# ---- block 1 ----
**Block 1: power grid**

Pins as bars on the die edge. Tap cells in grey.
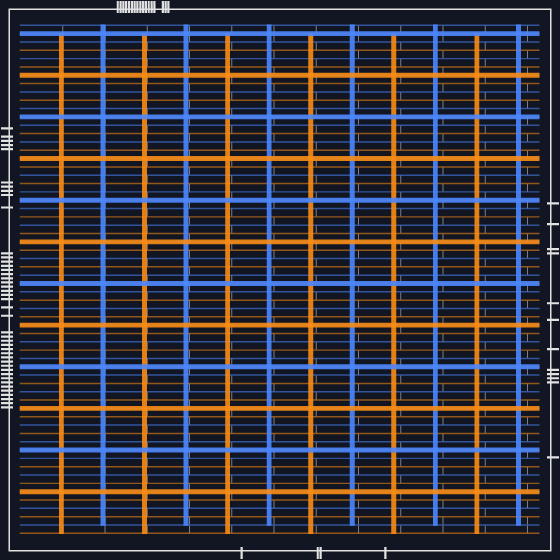

===== config.mk =====
export PLATFORM = sky130hd
export DESIGN_NAME = conv_stream_driver
export DESIGN_NICKNAME = d
export VERILOG_FILES = /design/src/rtl/conv_stream_driver.sv
export SDC_FILE = /design/constraint.sdc
export NUM_CORES = 1
export LEC_CHECK = 0
export ABC_AREA = 1
export CAP_MARGIN = 20
export CORE_MARGIN = 3
export CORE_UTILIZATION = 25
export CTS_CLUSTER_DIAMETER = 40
export DETAILED_ROUTE_END_ITERATION = 8
export GPL_TIMING_DRIVEN = 0
export PLACE_DENSITY = 0.49
export SLEW_MARGIN = 0
export SYNTH_ARGS = -nofsm -noshare
export SYNTH_HDL_FRONTEND = slang
export SYNTH_SLANG_ARGS = --single-unit

===== constraint.sdc =====
create_clock -name clk -period 4.4 [get_ports clk]
set_input_delay 1.1 -clock clk [delete_from_list [all_inputs] [get_ports clk]]
set_output_delay 1.1 -clock clk [all_outputs]
set_load 0.005 [all_outputs]

===== src/rtl/conv_stream_driver.sv =====
// Host-side initiator for the convolution filter: streams 9 coefficients, then one frame of
// pixels, and captures the filter's output beats into an output memory.
module conv_stream_driver #(
  parameter int unsigned IMG_W   = 8,
  parameter int unsigned IMG_H   = 8,
  parameter int unsigned ADDR_W  = 6,
  parameter int unsigned TIMEOUT = 64
) (
  input  logic              clk,
  input  logic              rst,
  input  logic              cfg_we,
  input  logic [3:0]        cfg_addr,
  input  logic [7:0]        cfg_data,
  input  logic              start,
  output logic              busy,
  output logic              done,
  output logic              timeout_err,
  output logic              pix_rd_en,
  output logic [ADDR_W-1:0] pix_rd_addr,
  input  logic [7:0]        pix_rd_data,
  output logic              coeff_load,
  output logic [7:0]        coeff_in,
  output logic              data_load,
  output logic [7:0]        data_i,
  input  logic [7:0]        data_o,
  input  logic              data_write,
  output logic              out_we,
  output logic [ADDR_W-1:0] out_addr,
  output logic [7:0]        out_data
);

  localparam int unsigned N     = IMG_W * IMG_H;
  // One extra bit so the counters can hold N itself.
  localparam int unsigned CntW  = ADDR_W + 1;
  localparam int unsigned IdleW = $clog2(TIMEOUT + 1);

  localparam logic [CntW-1:0]  NCnt        = CntW'(N);
  localparam logic [CntW-1:0]  LastCoef    = CntW'(8);
  localparam logic [IdleW-1:0] TimeoutIdle = IdleW'(TIMEOUT);

  typedef enum logic [2:0] {
    StIdle,
    StCoeff,
    StData,
    StDrain,
    StDone
  } state_e;

  state_e           state_q;
  logic [7:0]       coef_q [9];
  logic [CntW-1:0]  cnt_q;
  logic [CntW-1:0]  out_cnt_q;
  logic [CntW-1:0]  out_cnt_nxt;
  logic [IdleW-1:0] idle_q;
  logic [IdleW-1:0] idle_nxt;
  logic             data_load_q;
  logic             active;

  always_comb begin
    active      = (state_q == StCoeff) || (state_q == StData) || (state_q == StDrain);
    busy        = active;
    done        = (state_q == StDone);
    out_we      = data_write && active && (out_cnt_q < NCnt);
    out_cnt_nxt = out_we ? out_cnt_q + 1'b1 : out_cnt_q;
    idle_nxt    = data_write ? '0 : idle_q + 1'b1;
    out_addr    = active ? out_cnt_q[ADDR_W-1:0] : '0;
    out_data    = out_we ? data_o : '0;
    pix_rd_en   = (state_q == StData) && (cnt_q < NCnt);
    pix_rd_addr = pix_rd_en ? cnt_q[ADDR_W-1:0] : '0;
    coeff_load  = (state_q == StCoeff);
    coeff_in    = coeff_load ? coef_q[cnt_q[3:0]] : '0;
    data_load   = data_load_q;
    // Memory read data lands one cycle after the address, aligned with data_load.
    data_i      = data_load_q ? pix_rd_data : '0;
  end

  always_ff @(posedge clk) begin
    if (rst) begin
      state_q     <= StIdle;
      cnt_q       <= '0;
      out_cnt_q   <= '0;
      idle_q      <= '0;
      data_load_q <= 1'b0;
      timeout_err <= 1'b0;
      for (int i = 0; i < 9; i++) begin
        coef_q[i] <= '0;
      end
    end else begin
      data_load_q <= pix_rd_en;
      if (active) begin
        out_cnt_q <= out_cnt_nxt;
      end
      unique case (state_q)
        StIdle: begin
          if (cfg_we && (cfg_addr <= 4'd8)) begin
            coef_q[cfg_addr] <= cfg_data;
          end
          if (start) begin
            state_q     <= StCoeff;
            cnt_q       <= '0;
            out_cnt_q   <= '0;
            idle_q      <= '0;
            timeout_err <= 1'b0;
          end
        end
        StCoeff: begin
          if (cnt_q == LastCoef) begin
            cnt_q   <= '0;
            state_q <= StData;
          end else begin
            cnt_q <= cnt_q + 1'b1;
          end
        end
        StData: begin
          if (cnt_q < NCnt) begin
            cnt_q <= cnt_q + 1'b1;
          end
          // Leave only once the final pixel beat has been presented to the filter.
          if ((cnt_q == NCnt) && data_load_q) begin
            state_q <= StDrain;
            idle_q  <= '0;
          end
        end
        StDrain: begin
          idle_q <= idle_nxt;
          if (out_cnt_nxt == NCnt) begin
            state_q <= StDone;
          end else if (idle_nxt == TimeoutIdle) begin
            timeout_err <= 1'b1;
            state_q     <= StDone;
          end
        end
        StDone: begin
          state_q <= StIdle;
        end
        default: begin
          state_q <= StIdle;
        end
      endcase
    end
  end

endmodule

# ---- block 2 ----
$ cat config.mk
export PLATFORM = sky130hd
export DESIGN_NAME = tip_hello_reset_sequencer
export DESIGN_NICKNAME = d
export VERILOG_FILES = /design/src/rtl/tip_hello_reset_seq_pkg.sv /design/src/rtl/tip_hello_sync_ff.sv /design/src/rtl/tip_hello_reset_sequencer.sv
export SDC_FILE = /design/constraint.sdc
export NUM_CORES = 1
export LEC_CHECK = 0
export ABC_AREA = 1
export CAP_MARGIN = 20
export CORE_UTILIZATION = 55
export CTS_CLUSTER_DIAMETER = 120
export CTS_CLUSTER_SIZE = 24
export DETAILED_ROUTE_END_ITERATION = 10
export GPL_TIMING_DRIVEN = 1
export PLACE_DENSITY = 0.73
export SLEW_MARGIN = 5
export SYNTH_ARGS = -nofsm -noshare
export SYNTH_HDL_FRONTEND = slang
export SYNTH_SLANG_ARGS = --single-unit
$ cat constraint.sdc
create_clock -name clk -period 2.4 [get_ports clk]
set_input_delay 0.48 -clock clk [delete_from_list [all_inputs] [get_ports clk]]
set_output_delay 0.48 -clock clk [all_outputs]
set_load 0.02 [all_outputs]
$ cat src/rtl/tip_hello_reset_seq_pkg.sv
// Shared state encoding and default configuration for the tip_hello reset sequencer.
package tip_hello_reset_seq_pkg;

  typedef enum logic [2:0] {
    ST_WAIT_LOCK = 3'd0,
    ST_STABLE    = 3'd1,
    ST_RELEASE   = 3'd2,
    ST_RUN       = 3'd3,
    ST_SW_HOLD   = 3'd4
  } seq_state_e;

  localparam int unsigned DEF_SYNC_STAGES        = 2;
  localparam int unsigned DEF_LOCK_STABLE_CYCLES = 256;
  localparam int unsigned DEF_STAGE_GAP_CYCLES   = 16;
  localparam int unsigned DEF_NUM_DOMAINS        = 3;
  localparam int unsigned LOSS_COUNT_W           = 8;

endpackage

$ cat src/rtl/tip_hello_sync_ff.sv
// Multi-stage flip-flop synchronizer with asynchronous active-low clear.
module tip_hello_sync_ff
  import tip_hello_reset_seq_pkg::*;
#(
  parameter int unsigned SYNC_STAGES = DEF_SYNC_STAGES
) (
  input  logic clk,
  input  logic rstnn,
  input  logic d,
  output logic q
);

  logic [SYNC_STAGES-1:0] sync_q;

  always_ff @(posedge clk or negedge rstnn) begin
    if (!rstnn) begin
      sync_q <= '0;
    end else begin
      sync_q <= {sync_q[SYNC_STAGES-2:0], d};
    end
  end

  assign q = sync_q[SYNC_STAGES-1];

endmodule

$ cat src/rtl/tip_hello_reset_sequencer.sv
// Staged reset release gated on a stable PLL lock, with software reset and lock-loss recovery.
// Optional loss_count output enabled by TIP_HELLO_RESET_SEQ_LOSS_COUNT_EN.
module tip_hello_reset_sequencer
  import tip_hello_reset_seq_pkg::*;
#(
  parameter int unsigned SYNC_STAGES        = DEF_SYNC_STAGES,
  parameter int unsigned LOCK_STABLE_CYCLES = DEF_LOCK_STABLE_CYCLES,
  parameter int unsigned STAGE_GAP_CYCLES   = DEF_STAGE_GAP_CYCLES,
  parameter int unsigned NUM_DOMAINS        = DEF_NUM_DOMAINS
) (
  input  logic                   clk,
  input  logic                   rstnn,
  input  logic                   pll_locked,
  input  logic                   sw_reset_req,
  output logic [NUM_DOMAINS-1:0] domain_rstnn,
  output logic                   all_released
`ifdef TIP_HELLO_RESET_SEQ_LOSS_COUNT_EN
  ,
  output logic [LOSS_COUNT_W-1:0] loss_count
`endif
);

  localparam int unsigned STABLE_W = $clog2(LOCK_STABLE_CYCLES) + 1;
  localparam int unsigned GAP_W    = $clog2(STAGE_GAP_CYCLES) + 1;
  localparam logic [STABLE_W-1:0] STABLE_LAST = STABLE_W'(LOCK_STABLE_CYCLES - 1);
  localparam logic [GAP_W-1:0]    GAP_LAST    = GAP_W'(STAGE_GAP_CYCLES - 1);

  logic                   lock_s;
  seq_state_e             state_q, state_d;
  logic [STABLE_W-1:0]    stable_cnt_q, stable_cnt_d;
  logic [GAP_W-1:0]       gap_cnt_q, gap_cnt_d;
  logic [NUM_DOMAINS-1:0] domain_d;
  logic                   all_d;
  logic                   start_release;
  logic                   lock_lost;

  tip_hello_sync_ff #(
    .SYNC_STAGES(SYNC_STAGES)
  ) u_lock_sync (
    .clk  (clk),
    .rstnn(rstnn),
    .d    (pll_locked),
    .q    (lock_s)
  );

  // Next-state and next-output logic; lock loss overrides everything else.
  always_comb begin
    state_d       = state_q;
    stable_cnt_d  = stable_cnt_q;
    gap_cnt_d     = gap_cnt_q;
    domain_d      = domain_rstnn;
    all_d         = all_released;
    start_release = 1'b0;
    lock_lost     = (state_q != ST_WAIT_LOCK) && !lock_s;

    case (state_q)
      ST_WAIT_LOCK: begin
        domain_d = '0;
        all_d    = 1'b0;
        if (lock_s) begin
          state_d      = ST_STABLE;
          stable_cnt_d = '0;
        end
      end
      ST_STABLE: begin
        if (stable_cnt_q == STABLE_LAST) begin
          start_release = 1'b1;
        end else begin
          stable_cnt_d = stable_cnt_q + STABLE_W'(1);
        end
      end
      ST_RELEASE: begin
        if (gap_cnt_q == GAP_LAST) begin
          gap_cnt_d = '0;
          // Domains release as a thermometer code, bit 0 first.
          domain_d  = NUM_DOMAINS'({domain_rstnn, 1'b1});
          if (domain_d[NUM_DOMAINS-1]) begin
            state_d = ST_RUN;
            all_d   = 1'b1;
          end
        end else begin
          gap_cnt_d = gap_cnt_q + GAP_W'(1);
        end
      end
      ST_RUN: begin
        if (sw_reset_req) begin
          state_d   = ST_SW_HOLD;
          domain_d  = '0;
          all_d     = 1'b0;
          gap_cnt_d = '0;
        end
      end
      ST_SW_HOLD: begin
        if (gap_cnt_q == GAP_LAST) begin
          start_release = 1'b1;
        end else begin
          gap_cnt_d = gap_cnt_q + GAP_W'(1);
        end
      end
      default: begin
        state_d  = ST_WAIT_LOCK;
        domain_d = '0;
        all_d    = 1'b0;
      end
    endcase

    if (start_release) begin
      domain_d     = NUM_DOMAINS'(1);
      gap_cnt_d    = '0;
      stable_cnt_d = '0;
      if (NUM_DOMAINS == 1) begin
        state_d = ST_RUN;
        all_d   = 1'b1;
      end else begin
        state_d = ST_RELEASE;
      end
    end

    if (lock_lost) begin
      state_d      = ST_WAIT_LOCK;
      domain_d     = '0;
      all_d        = 1'b0;
      stable_cnt_d = '0;
      gap_cnt_d    = '0;
    end
  end

  always_ff @(posedge clk or negedge rstnn) begin
    if (!rstnn) begin
      state_q      <= ST_WAIT_LOCK;
      stable_cnt_q <= '0;
      gap_cnt_q    <= '0;
      domain_rstnn <= '0;
      all_released <= 1'b0;
    end else begin
      state_q      <= state_d;
      stable_cnt_q <= stable_cnt_d;
      gap_cnt_q    <= gap_cnt_d;
      domain_rstnn <= domain_d;
      all_released <= all_d;
    end
  end

`ifdef TIP_HELLO_RESET_SEQ_LOSS_COUNT_EN
  // Saturating count of lock-loss events, cleared only by rstnn.
  always_ff @(posedge clk or negedge rstnn) begin
    if (!rstnn) begin
      loss_count <= '0;
    end else if (lock_lost && (loss_count != '1)) begin
      loss_count <= loss_count + LOSS_COUNT_W'(1);
    end
  end
`endif

endmodule
# ---- block 3 ----
--- src/rtl/ddr2_port_master.sv ---
// Burst initiator for one port of the 5-port DDR2 arbiter: issues words, packs 128-bit read beats.
// Optional counters (stat_words, stat_stall) are built when DDR2_PORT_STATS_EN is defined.
module ddr2_port_master #(
   parameter int unsigned LEN_W     = 16,
   parameter int unsigned ADDR_STEP = 8
) (
   input  logic              CLK,
   input  logic              RST,
   input  logic              cmd_valid,
   output logic              cmd_ready,
   input  logic [30:0]       cmd_addr,
   input  logic [LEN_W-1:0]  cmd_len,
   input  logic              cmd_read,
   input  logic [255:0]      wr_data,
   input  logic [31:0]       wr_mask,
   input  logic              wr_valid,
   output logic              wr_ready,
   output logic [255:0]      rd_data,
   output logic              rd_valid,
   output logic              done,
   output logic              req,
   input  logic              ack,
   output logic [30:0]       addr,
   output logic              read,
   output logic              fin,
   output logic [255:0]      data_i,
   output logic [31:0]       mask,
   input  logic              valid,
`ifdef DDR2_PORT_STATS_EN
   output logic [31:0]       stat_words,
   output logic [31:0]       stat_stall,
`endif
   input  logic [127:0]      data_o
);

   typedef enum logic [1:0] {StIdle, StIssue, StDrain, StDone} state_t;

   state_t             state_q;
   logic [30:0]        base_q;
   logic [LEN_W-1:0]   len_q;
   logic               read_q;
   logic [LEN_W-1:0]   issued_q;
   logic [LEN_W-1:0]   received_q;
   logic               toggle_q;
   logic [127:0]       lo_q;
   logic [255:0]       rd_data_q;
   logic               rd_valid_q;
   logic               done_q;

   logic in_issue;
   logic wr_burst;
   logic take;
   logic last;
   logic beat_en;

   always_comb begin
      in_issue  = (state_q == StIssue);
      wr_burst  = in_issue & ~read_q;
      req       = in_issue & (read_q | wr_valid);
      take      = req & ack;
      last      = (issued_q == len_q - LEN_W'(1));
      fin       = req & last;
      addr      = in_issue ? base_q + 31'(issued_q) * 31'(ADDR_STEP) : '0;
      read      = in_issue & read_q;
      wr_ready  = wr_burst & take;
      data_i    = wr_burst ? wr_data : '0;
      mask      = wr_burst ? wr_mask : '0;
      // Beats may overlap the tail of ISSUE; anything outside a read burst is dropped.
      beat_en   = valid & read_q & ((state_q == StIssue) | (state_q == StDrain));
      cmd_ready = (state_q == StIdle);
      rd_data   = rd_data_q;
      rd_valid  = rd_valid_q;
      done      = done_q;
   end

   always_ff @(posedge CLK or negedge RST) begin
      if (!RST) begin
         state_q    <= StIdle;
         base_q     <= '0;
         len_q      <= '0;
         read_q     <= 1'b0;
         issued_q   <= '0;
         received_q <= '0;
         toggle_q   <= 1'b0;
         lo_q       <= '0;
         rd_data_q  <= '0;
         rd_valid_q <= 1'b0;
         done_q     <= 1'b0;
      end else begin
         rd_valid_q <= 1'b0;
         done_q     <= 1'b0;

         if (beat_en) begin
            if (!toggle_q) begin
               lo_q <= data_o;
            end else begin
               rd_data_q  <= {data_o, lo_q};
               rd_valid_q <= 1'b1;
               received_q <= received_q + LEN_W'(1);
            end
            toggle_q <= ~toggle_q;
         end

         case (state_q)
            StIdle: begin
               if (cmd_valid) begin
                  base_q     <= cmd_addr;
                  len_q      <= cmd_len;
                  read_q     <= cmd_read;
                  issued_q   <= '0;
                  received_q <= '0;
                  toggle_q   <= 1'b0;
                  if (cmd_len == '0) begin
                     state_q <= StDone;
                     done_q  <= 1'b1;
                  end else begin
                     state_q <= StIssue;
                  end
               end
            end
            StIssue: begin
               if (take) begin
                  issued_q <= issued_q + LEN_W'(1);
                  if (last) begin
                     state_q <= read_q ? StDrain : StDone;
                     done_q  <= ~read_q;
                  end
               end
            end
            StDrain: begin
               if (received_q == len_q) begin
                  state_q <= StDone;
                  done_q  <= 1'b1;
               end
            end
            StDone: begin
               state_q <= StIdle;
            end
            default: state_q <= StIdle;
         endcase
      end
   end

`ifdef DDR2_PORT_STATS_EN
   always_ff @(posedge CLK or negedge RST) begin
      if (!RST) begin
         stat_words <= '0;
         stat_stall <= '0;
      end else begin
         if (take && (stat_words != '1)) stat_words <= stat_words + 32'd1;
         if (req && !ack && (stat_stall != '1)) stat_stall <= stat_stall + 32'd1;
      end
   end
`endif

endmodule

--- config.mk ---
export PLATFORM = sky130hd
export DESIGN_NAME = ddr2_port_master
export DESIGN_NICKNAME = d
export VERILOG_FILES = /design/src/rtl/ddr2_port_master.sv
export SDC_FILE = /design/constraint.sdc
export NUM_CORES = 1
export LEC_CHECK = 0
export CAP_MARGIN = 30
export CORE_AREA = 2 2 413 415
export DETAILED_ROUTE_END_ITERATION = 8
export DIE_AREA = 0 0 415 417
export PLACE_DENSITY = 0.44
export SLEW_MARGIN = 40
export SYNTH_ARGS = -nofsm -noshare
export SYNTH_HDL_FRONTEND = slang
export SYNTH_SLANG_ARGS = --single-unit
--- constraint.sdc ---
create_clock -name CLK -period 3.9 [get_ports CLK]
set_input_delay 0.78 -clock CLK [delete_from_list [all_inputs] [get_ports CLK]]
set_output_delay 0.78 -clock CLK [all_outputs]
set_load 0.05 [all_outputs]
**Block 1: placement by cell class**

Scale bar: 50 um. Fill, decap, tap and diode cells in grey.
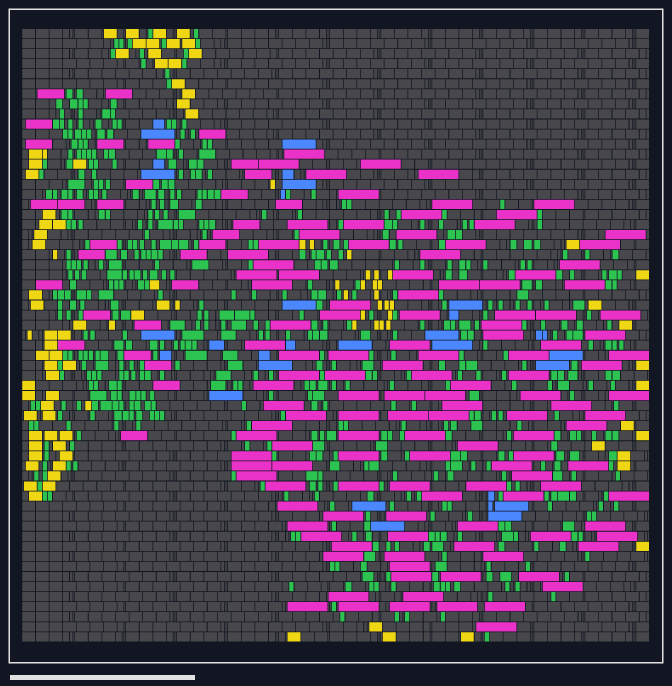
Key: blue = clock drivers and dummy loads [cells 31]; magenta = flip-flops [cells 158]; green = all other logic [cells 620]; yellow = other buffers and delay cells [cells 103]

**Block 1: the metal 2 layer**

Scale bar: 50 um.
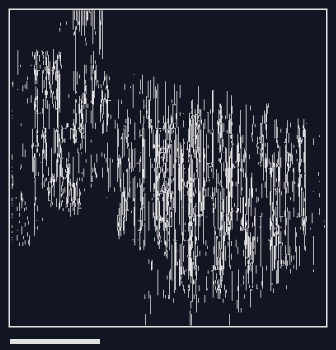
The layer carries 9,460 um of wire. 748 nets have wire on it.

About 'power grid' of block 1:
Key: blue = VDD; orange = VSS
378 tap cells. 12 straps on met5.

==> results.yml, block 1 <==
# generated from flow reports
power_and_ir_drop:
  pg_seq_uw: 1800
  power_uw: 4640
critical_path:
  r2r_cells: 7
  start_kind: "flip-flop"
  crit_family: "buffers and inverters"
place:
  post-place-cells: 1259
synth:
  syn_area_per_cell_sq_um: 9.65
  synth_top_cell_by_count: "nor2_1"
final_layout:
  clock_area_frac: 0.0593
  buf_share: 0.0929
  nFillCells: 2940
  area_delta_synth_final_pct: 27.1
  sh_comb_area: 0.284
  final_area_sq_um: 9220
  num_antenna_cells: 0
detailed_routing:
  wl_um: 21200
  top_layer: "met4"
  wl_per_cell_um: 16.4
  wl_met3_um: 1220
job:
  cap_violations: 0
worst_hold_path:
  hold_depth: 2
grt:
  grt_pass1_wl_um: 32600
  grt_max_degree: 17
  use_met1: 0.193
outcome:
  status: "finished, final reports clean"
sta:
  fin_crit_sh: 0.952
  period_needed_ns: 4.19
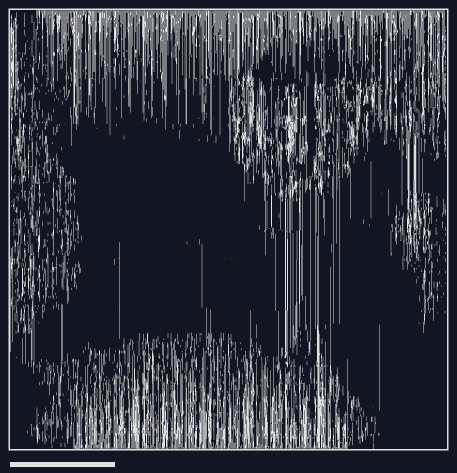
**Above:** block 3 (the metal 2 layer).
Scale bar: 100 um.
The wires run mostly vertical. The layer carries 58.0 mm of wire. The layer holds 43% of the routed length. 3,121 nets have wire on it. The longest straight run is 240 um.

==> results.yml, block 3 <==
# generated from flow reports
power_and_ir_drop:
  power_frac_comb: 0.060
  switching_share: 0.227
  p_leak_uw: 0.0181
synth:
  synth_cell_types: 56
  ys_cells: 1847
  synth_top_cell_by_count: "dfrtp_1"
  yosysSeqAreaShare: 0.538
  adder_share: 0.0153
final_layout:
  mostFrequentLayoutCell: "clkdlybuf4s50_1"
  drive_gt1_frac: 0.321
  design.seq.count: 469
critical_path:
  worstPathArrival_ns: 3.68
  cp-endpoint: "fin"
outcome:
  violations: "negative setup slack"
  status: "finished with violations"
detailed_routing:
  top_layer: "met5"
sta:
  setup_violations: 18
  worst_slack_ns: -0.558
clock_network:
  insertion_delay_ns: 0.69
  ctsHoldBuffers: 0
grt:
  antenna_found_initial: 42
**Block 2: placement view**

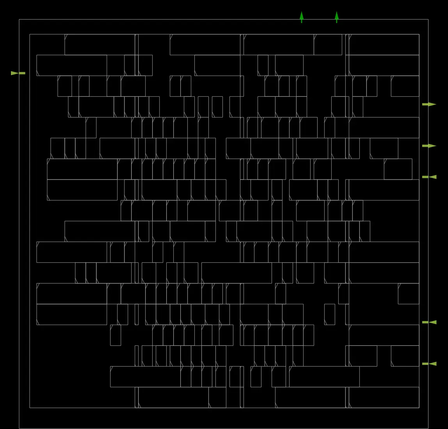
fraction of area in registers: 0.361
non-filler cells, final: 245
registers: 23
fillers: 213

==> results.yml, block 2 <==
# generated from flow reports
outcome:
  status: "finished, final reports clean"
worst_hold_path:
  hold_depth: 0
critical_path:
  cp-startpoint: "stable_cnt_q[0]"
  cp_num_buf_inv: 2
  r2r_cells: 13
  reg2reg_slack_ns: 0.34
power_and_ir_drop:
  power_clock_uw: 175
  p_sw_uw: 438
  seqPwrFrac: 0.473
  ir_drop_uv: 701
synth:
  topCombFamilyByArea: "simple AND/OR/NAND/NOR gates"
  largest_area_cell: "dfrtp_1"
  ys_ff: 23
  adder_share: 0.0427
  ys_chip_area_sq_um: 1470
  top_cells_by_count: "nand2_1, inv_1, dfrtp_1"
place:
  dpl-instance-area_sq_um: 1570
grt:
  antenna_found_initial: 0
final_layout:
  largest_reg_flops: 9
  clock_area_frac: 0.0165
  nNonClkBuffers: 8
  sh_comb_area: 0.480
detailed_routing:
  wl_met1_um: 1340
  viasPerCell: 5.05
clock_network:
  clock_sinks: 23
sta:
  fmax_ghz: 0.485

# ---- block 4 ----
File: src/rtl/pulsador_note_bank.sv
// pulsador_note_bank
//
// Multi-channel button-gated note generator. Each active-low push-button
// (pull-up pin) is synchronised, debounced and extended by a release
// sustain. The resulting gate enables a half-period divider that produces
// that channel's square-wave tone. The tones are merged into one
// registered audio output, using either mono lowest-index priority or an
// OR mix.
//
// Ports
//   clockIn    in   1          base clock (25 kHz nominal)
//   reset      in   1          synchronous, active-high reset
//   pulsadores in   NUM_NOTES  button pins, low = pressed
//   modulador  in   7          vibrato offset added to every half-period reload
//   ondaOut    out  1          registered audio square wave
//   notaActiva out  NUM_NOTES  per-channel gate (pressed or sustaining)
//   notaIdx    out  4          channel driving ondaOut in mono mode, else 0
//
// Parameters
//   NUM_NOTES     channel count (1..16)
//   CNT_W         half-period / divider counter width (>= 7)
//   HALF_PERIODS  packed half-periods, channel 0 in the LSBs
//   DEBOUNCE      stable cycles needed to accept a pin change (>= 1)
//   SUSTAIN       cycles a note keeps sounding after release (0 = none)
//   MODE          0 = mono lowest-index priority, 1 = OR of all gated tones

module pulsador_note_bank #(
   parameter int NUM_NOTES = 4,
   parameter int CNT_W     = 16,
   parameter logic [NUM_NOTES*CNT_W-1:0] HALF_PERIODS =
      {16'd21, 16'd24, 16'd25, 16'd28},
   parameter int DEBOUNCE  = 250,
   parameter int SUSTAIN   = 2500,
   parameter int MODE      = 0
) (
   input  logic                 clockIn,
   input  logic                 reset,
   input  logic [NUM_NOTES-1:0] pulsadores,
   input  logic [6:0]           modulador,
   output logic                 ondaOut,
   output logic [NUM_NOTES-1:0] notaActiva,
   output logic [3:0]           notaIdx
);

   // db never exceeds DEBOUNCE-1; rel never exceeds SUSTAIN.
   localparam int DB_W  = (DEBOUNCE > 1) ? $clog2(DEBOUNCE) : 1;
   localparam int REL_W = (SUSTAIN > 0) ? $clog2(SUSTAIN + 1) : 1;

   localparam logic [DB_W-1:0]  DB_LAST  = DB_W'(DEBOUNCE - 1);
   localparam logic [REL_W-1:0] REL_LOAD = REL_W'(SUSTAIN);

   logic [NUM_NOTES-1:0] tone_vec;

   for (genvar i = 0; i < NUM_NOTES; i++) begin : g_ch
      logic             sync1;
      logic             sync2;
      logic             pressed_raw;
      logic             pressed;
      logic [DB_W-1:0]  db;
      logic [REL_W-1:0] rel;
      logic [CNT_W:0]   cnt;
      logic [CNT_W:0]   load;
      logic             tone;

      assign pressed_raw = ~sync2;

      // One extra bit so HALF_PERIODS + modulador can never wrap.
      assign load = {1'b0, HALF_PERIODS[i*CNT_W +: CNT_W]} + (CNT_W+1)'(modulador);

      // Reset parks the synchroniser at the released level so a held
      // button is only seen after the full debounce time.
      always_ff @(posedge clockIn) begin
         if (reset) begin
            sync1 <= 1'b1;
            sync2 <= 1'b1;
         end else begin
            sync1 <= pulsadores[i];
            sync2 <= sync1;
         end
      end

      // Debounce and sustain share one process. A change of the
      // debounced level overrides the sustain countdown in the same
      // cycle. That lets a re-press landing on the last sustain cycle
      // keep the gate high.
      always_ff @(posedge clockIn) begin
         if (reset) begin
            pressed <= 1'b0;
            db      <= '0;
            rel     <= '0;
         end else begin
            if (rel != '0) begin
               rel <= rel - REL_W'(1);
            end
            if (pressed_raw != pressed) begin
               if (db == DB_LAST) begin
                  pressed <= pressed_raw;
                  db      <= '0;
                  rel     <= pressed_raw ? '0 : REL_LOAD;
               end else begin
                  db <= db + DB_W'(1);
               end
            end else begin
               db <= '0;
            end
         end
      end

      assign notaActiva[i] = pressed | (rel != '0);

      // While the gate is low, the counter is kept preloaded. The first
      // half-period therefore starts cleanly on the gate edge.
      always_ff @(posedge clockIn) begin
         if (reset) begin
            cnt  <= '0;
            tone <= 1'b0;
         end else if (!notaActiva[i]) begin
            cnt  <= load;
            tone <= 1'b0;
         end else if (cnt != '0) begin
            cnt <= cnt - (CNT_W+1)'(1);
         end else begin
            cnt  <= load;
            tone <= ~tone;
         end
      end

      assign tone_vec[i] = tone;
   end

   logic       sel_tone;
   logic [3:0] sel_idx;
   logic       or_mix;

   // Scanning from the top down leaves the lowest gated channel selected.
   always_comb begin
      sel_tone = 1'b0;
      sel_idx  = 4'd0;
      for (int i = NUM_NOTES - 1; i >= 0; i--) begin
         if (notaActiva[i]) begin
            sel_tone = tone_vec[i];
            sel_idx  = 4'(i);
         end
      end
   end

   // A tone register still holds its last value for one cycle after its
   // gate falls, so the mix is masked by the gates.
   assign or_mix = |(tone_vec & notaActiva);

   always_ff @(posedge clockIn) begin
      if (reset) begin
         ondaOut <= 1'b0;
         notaIdx <= 4'd0;
      end else if (MODE == 0) begin
         ondaOut <= sel_tone;
         notaIdx <= sel_idx;
      end else begin
         ondaOut <= or_mix;
         notaIdx <= 4'd0;
      end
   end

endmodule

File: config.mk
export PLATFORM = sky130hd
export DESIGN_NAME = pulsador_note_bank
export DESIGN_NICKNAME = d
export VERILOG_FILES = /design/src/rtl/pulsador_note_bank.sv
export SDC_FILE = /design/constraint.sdc
export NUM_CORES = 1
export LEC_CHECK = 0
export CAP_MARGIN = 20
export CORE_MARGIN = 3
export CORE_UTILIZATION = 30
export CTS_BUF_LIST = sky130_fd_sc_hd__clkbuf_16
export CTS_CLUSTER_SIZE = 30
export DETAILED_ROUTE_END_ITERATION = 6
export PLACE_DENSITY_LB_ADDON = 0.2
export SETUP_SLACK_MARGIN = 0.15
export SLEW_MARGIN = 20
export SYNTH_ARGS = -nofsm -noshare
export SYNTH_HDL_FRONTEND = slang
export SYNTH_SLANG_ARGS = --single-unit
File: constraint.sdc
create_clock -name clockIn -period 2.76 [get_ports clockIn]
set_input_delay 0.69 -clock clockIn [delete_from_list [all_inputs] [get_ports clockIn]]
set_output_delay 0.69 -clock clockIn [all_outputs]
set_load 0.01 [all_outputs]
**Block 4: placement by cell class**

Scale bar: 50 um. Fill, decap, tap and diode cells in grey.
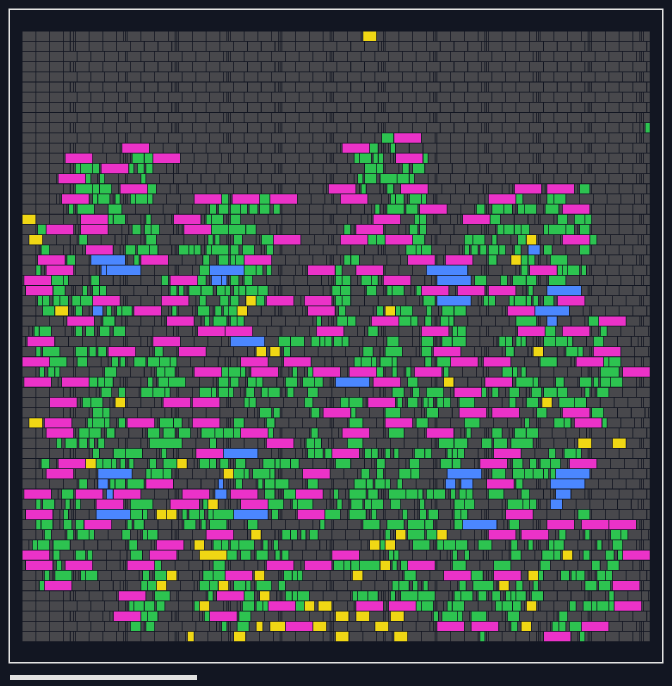
Key: blue = clock drivers and dummy loads [cells 32]; yellow = other buffers and delay cells [cells 57]; green = all other logic [cells 770]; magenta = flip-flops [cells 167]

==> results.yml <==
# generated from flow reports
final_layout:
  stdcell_count: 1398
  largest-register: "g_ch.cnt"
  drive_gt1_frac: 0.126
  finalNetCount: 1055
  nFillCells: 2827
  nNonClkBuffers: 57
  flop_area_sq_um: 3340
clock_network:
  ctsHoldBuffers: 0
sta:
  clock_skew_ns: 0.00906
  worst_slack_ns: 0.106
  setup_violations: 0
  whs_ns: 0.413
synth:
  ff_type: "dfxtp_1"
  aoi_share: 0.160
  top_cells_by_count: "dfxtp_1, nor2_1, a21oi_1"
  synth_top_cell_by_count: "dfxtp_1"
  ys_ff: 167
critical_path:
  critPathMaxFanout: 2
  cp_data_required_time_ns: 2.07
  cp_num_buf_inv: 1
  cp-endpoint: "notaActiva[2]"
  cp_slowest_stage_delay_ns: 0.54
place:
  post-place-cells: 1364
  dpl-instance-area_sq_um: 9270
grt:
  grt_max_degree: 53
  grt-ovfl-total: 0
  grt_busiest_layer: "met2"
  grtUsageMet2: 0.194
power_and_ir_drop:
  power_clock_uw: 2280
  p_int_uw: 6020
die:
  die_h_um: 174
  die_x_um: 174
worst_hold_path:
  min_path_type: "flip-flop to flip-flop"
  worstHoldStart: "g_ch[3].sync1"
detailed_routing:
  wl_um: 18800
  wl_met3_um: 470
outcome:
  status: "finished, final reports clean"


==> gallery <==
Power grid.
Pins as bars on the die edge. Tap cells in grey.
image #1
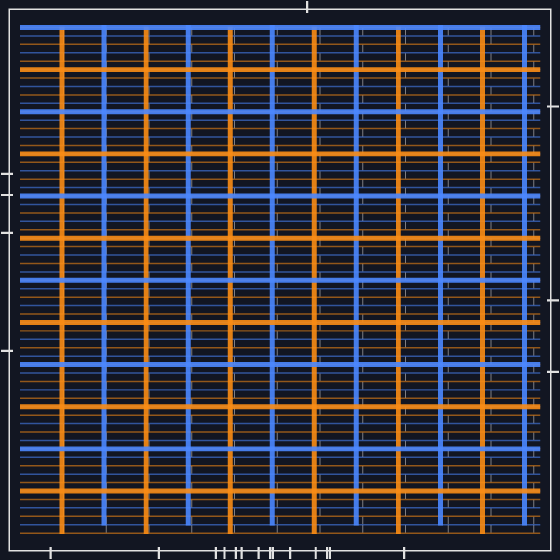
image #2
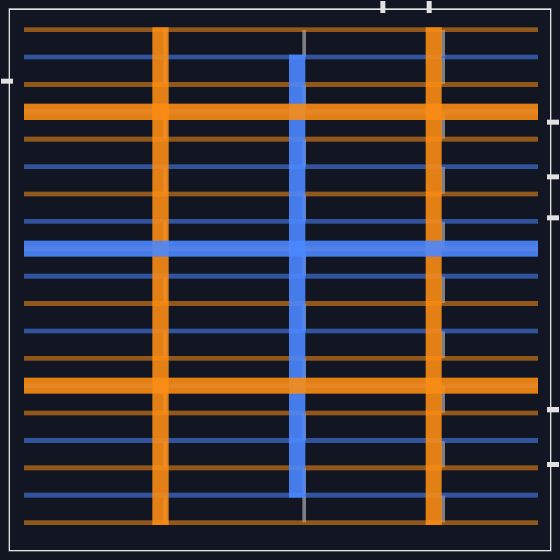
image #3
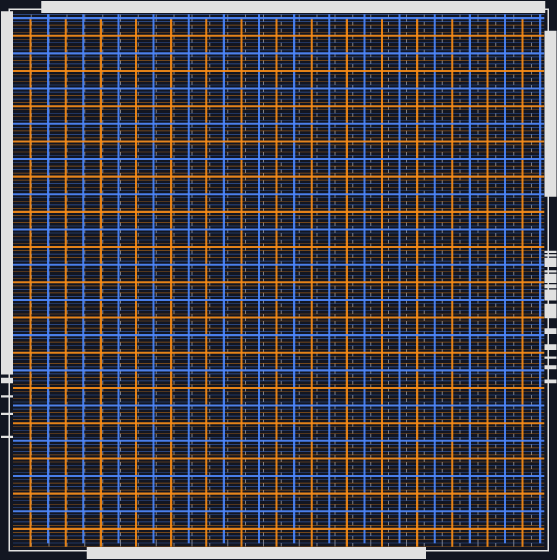
- most pins: image #3
image #2 -> block 2
image #1 -> block 4
image #3 -> block 3

Key to image #3:
Key: orange = VSS; blue = VDD
1,052 signal pins sit on the boundary. The core has 151 rows. 30 straps on met4.

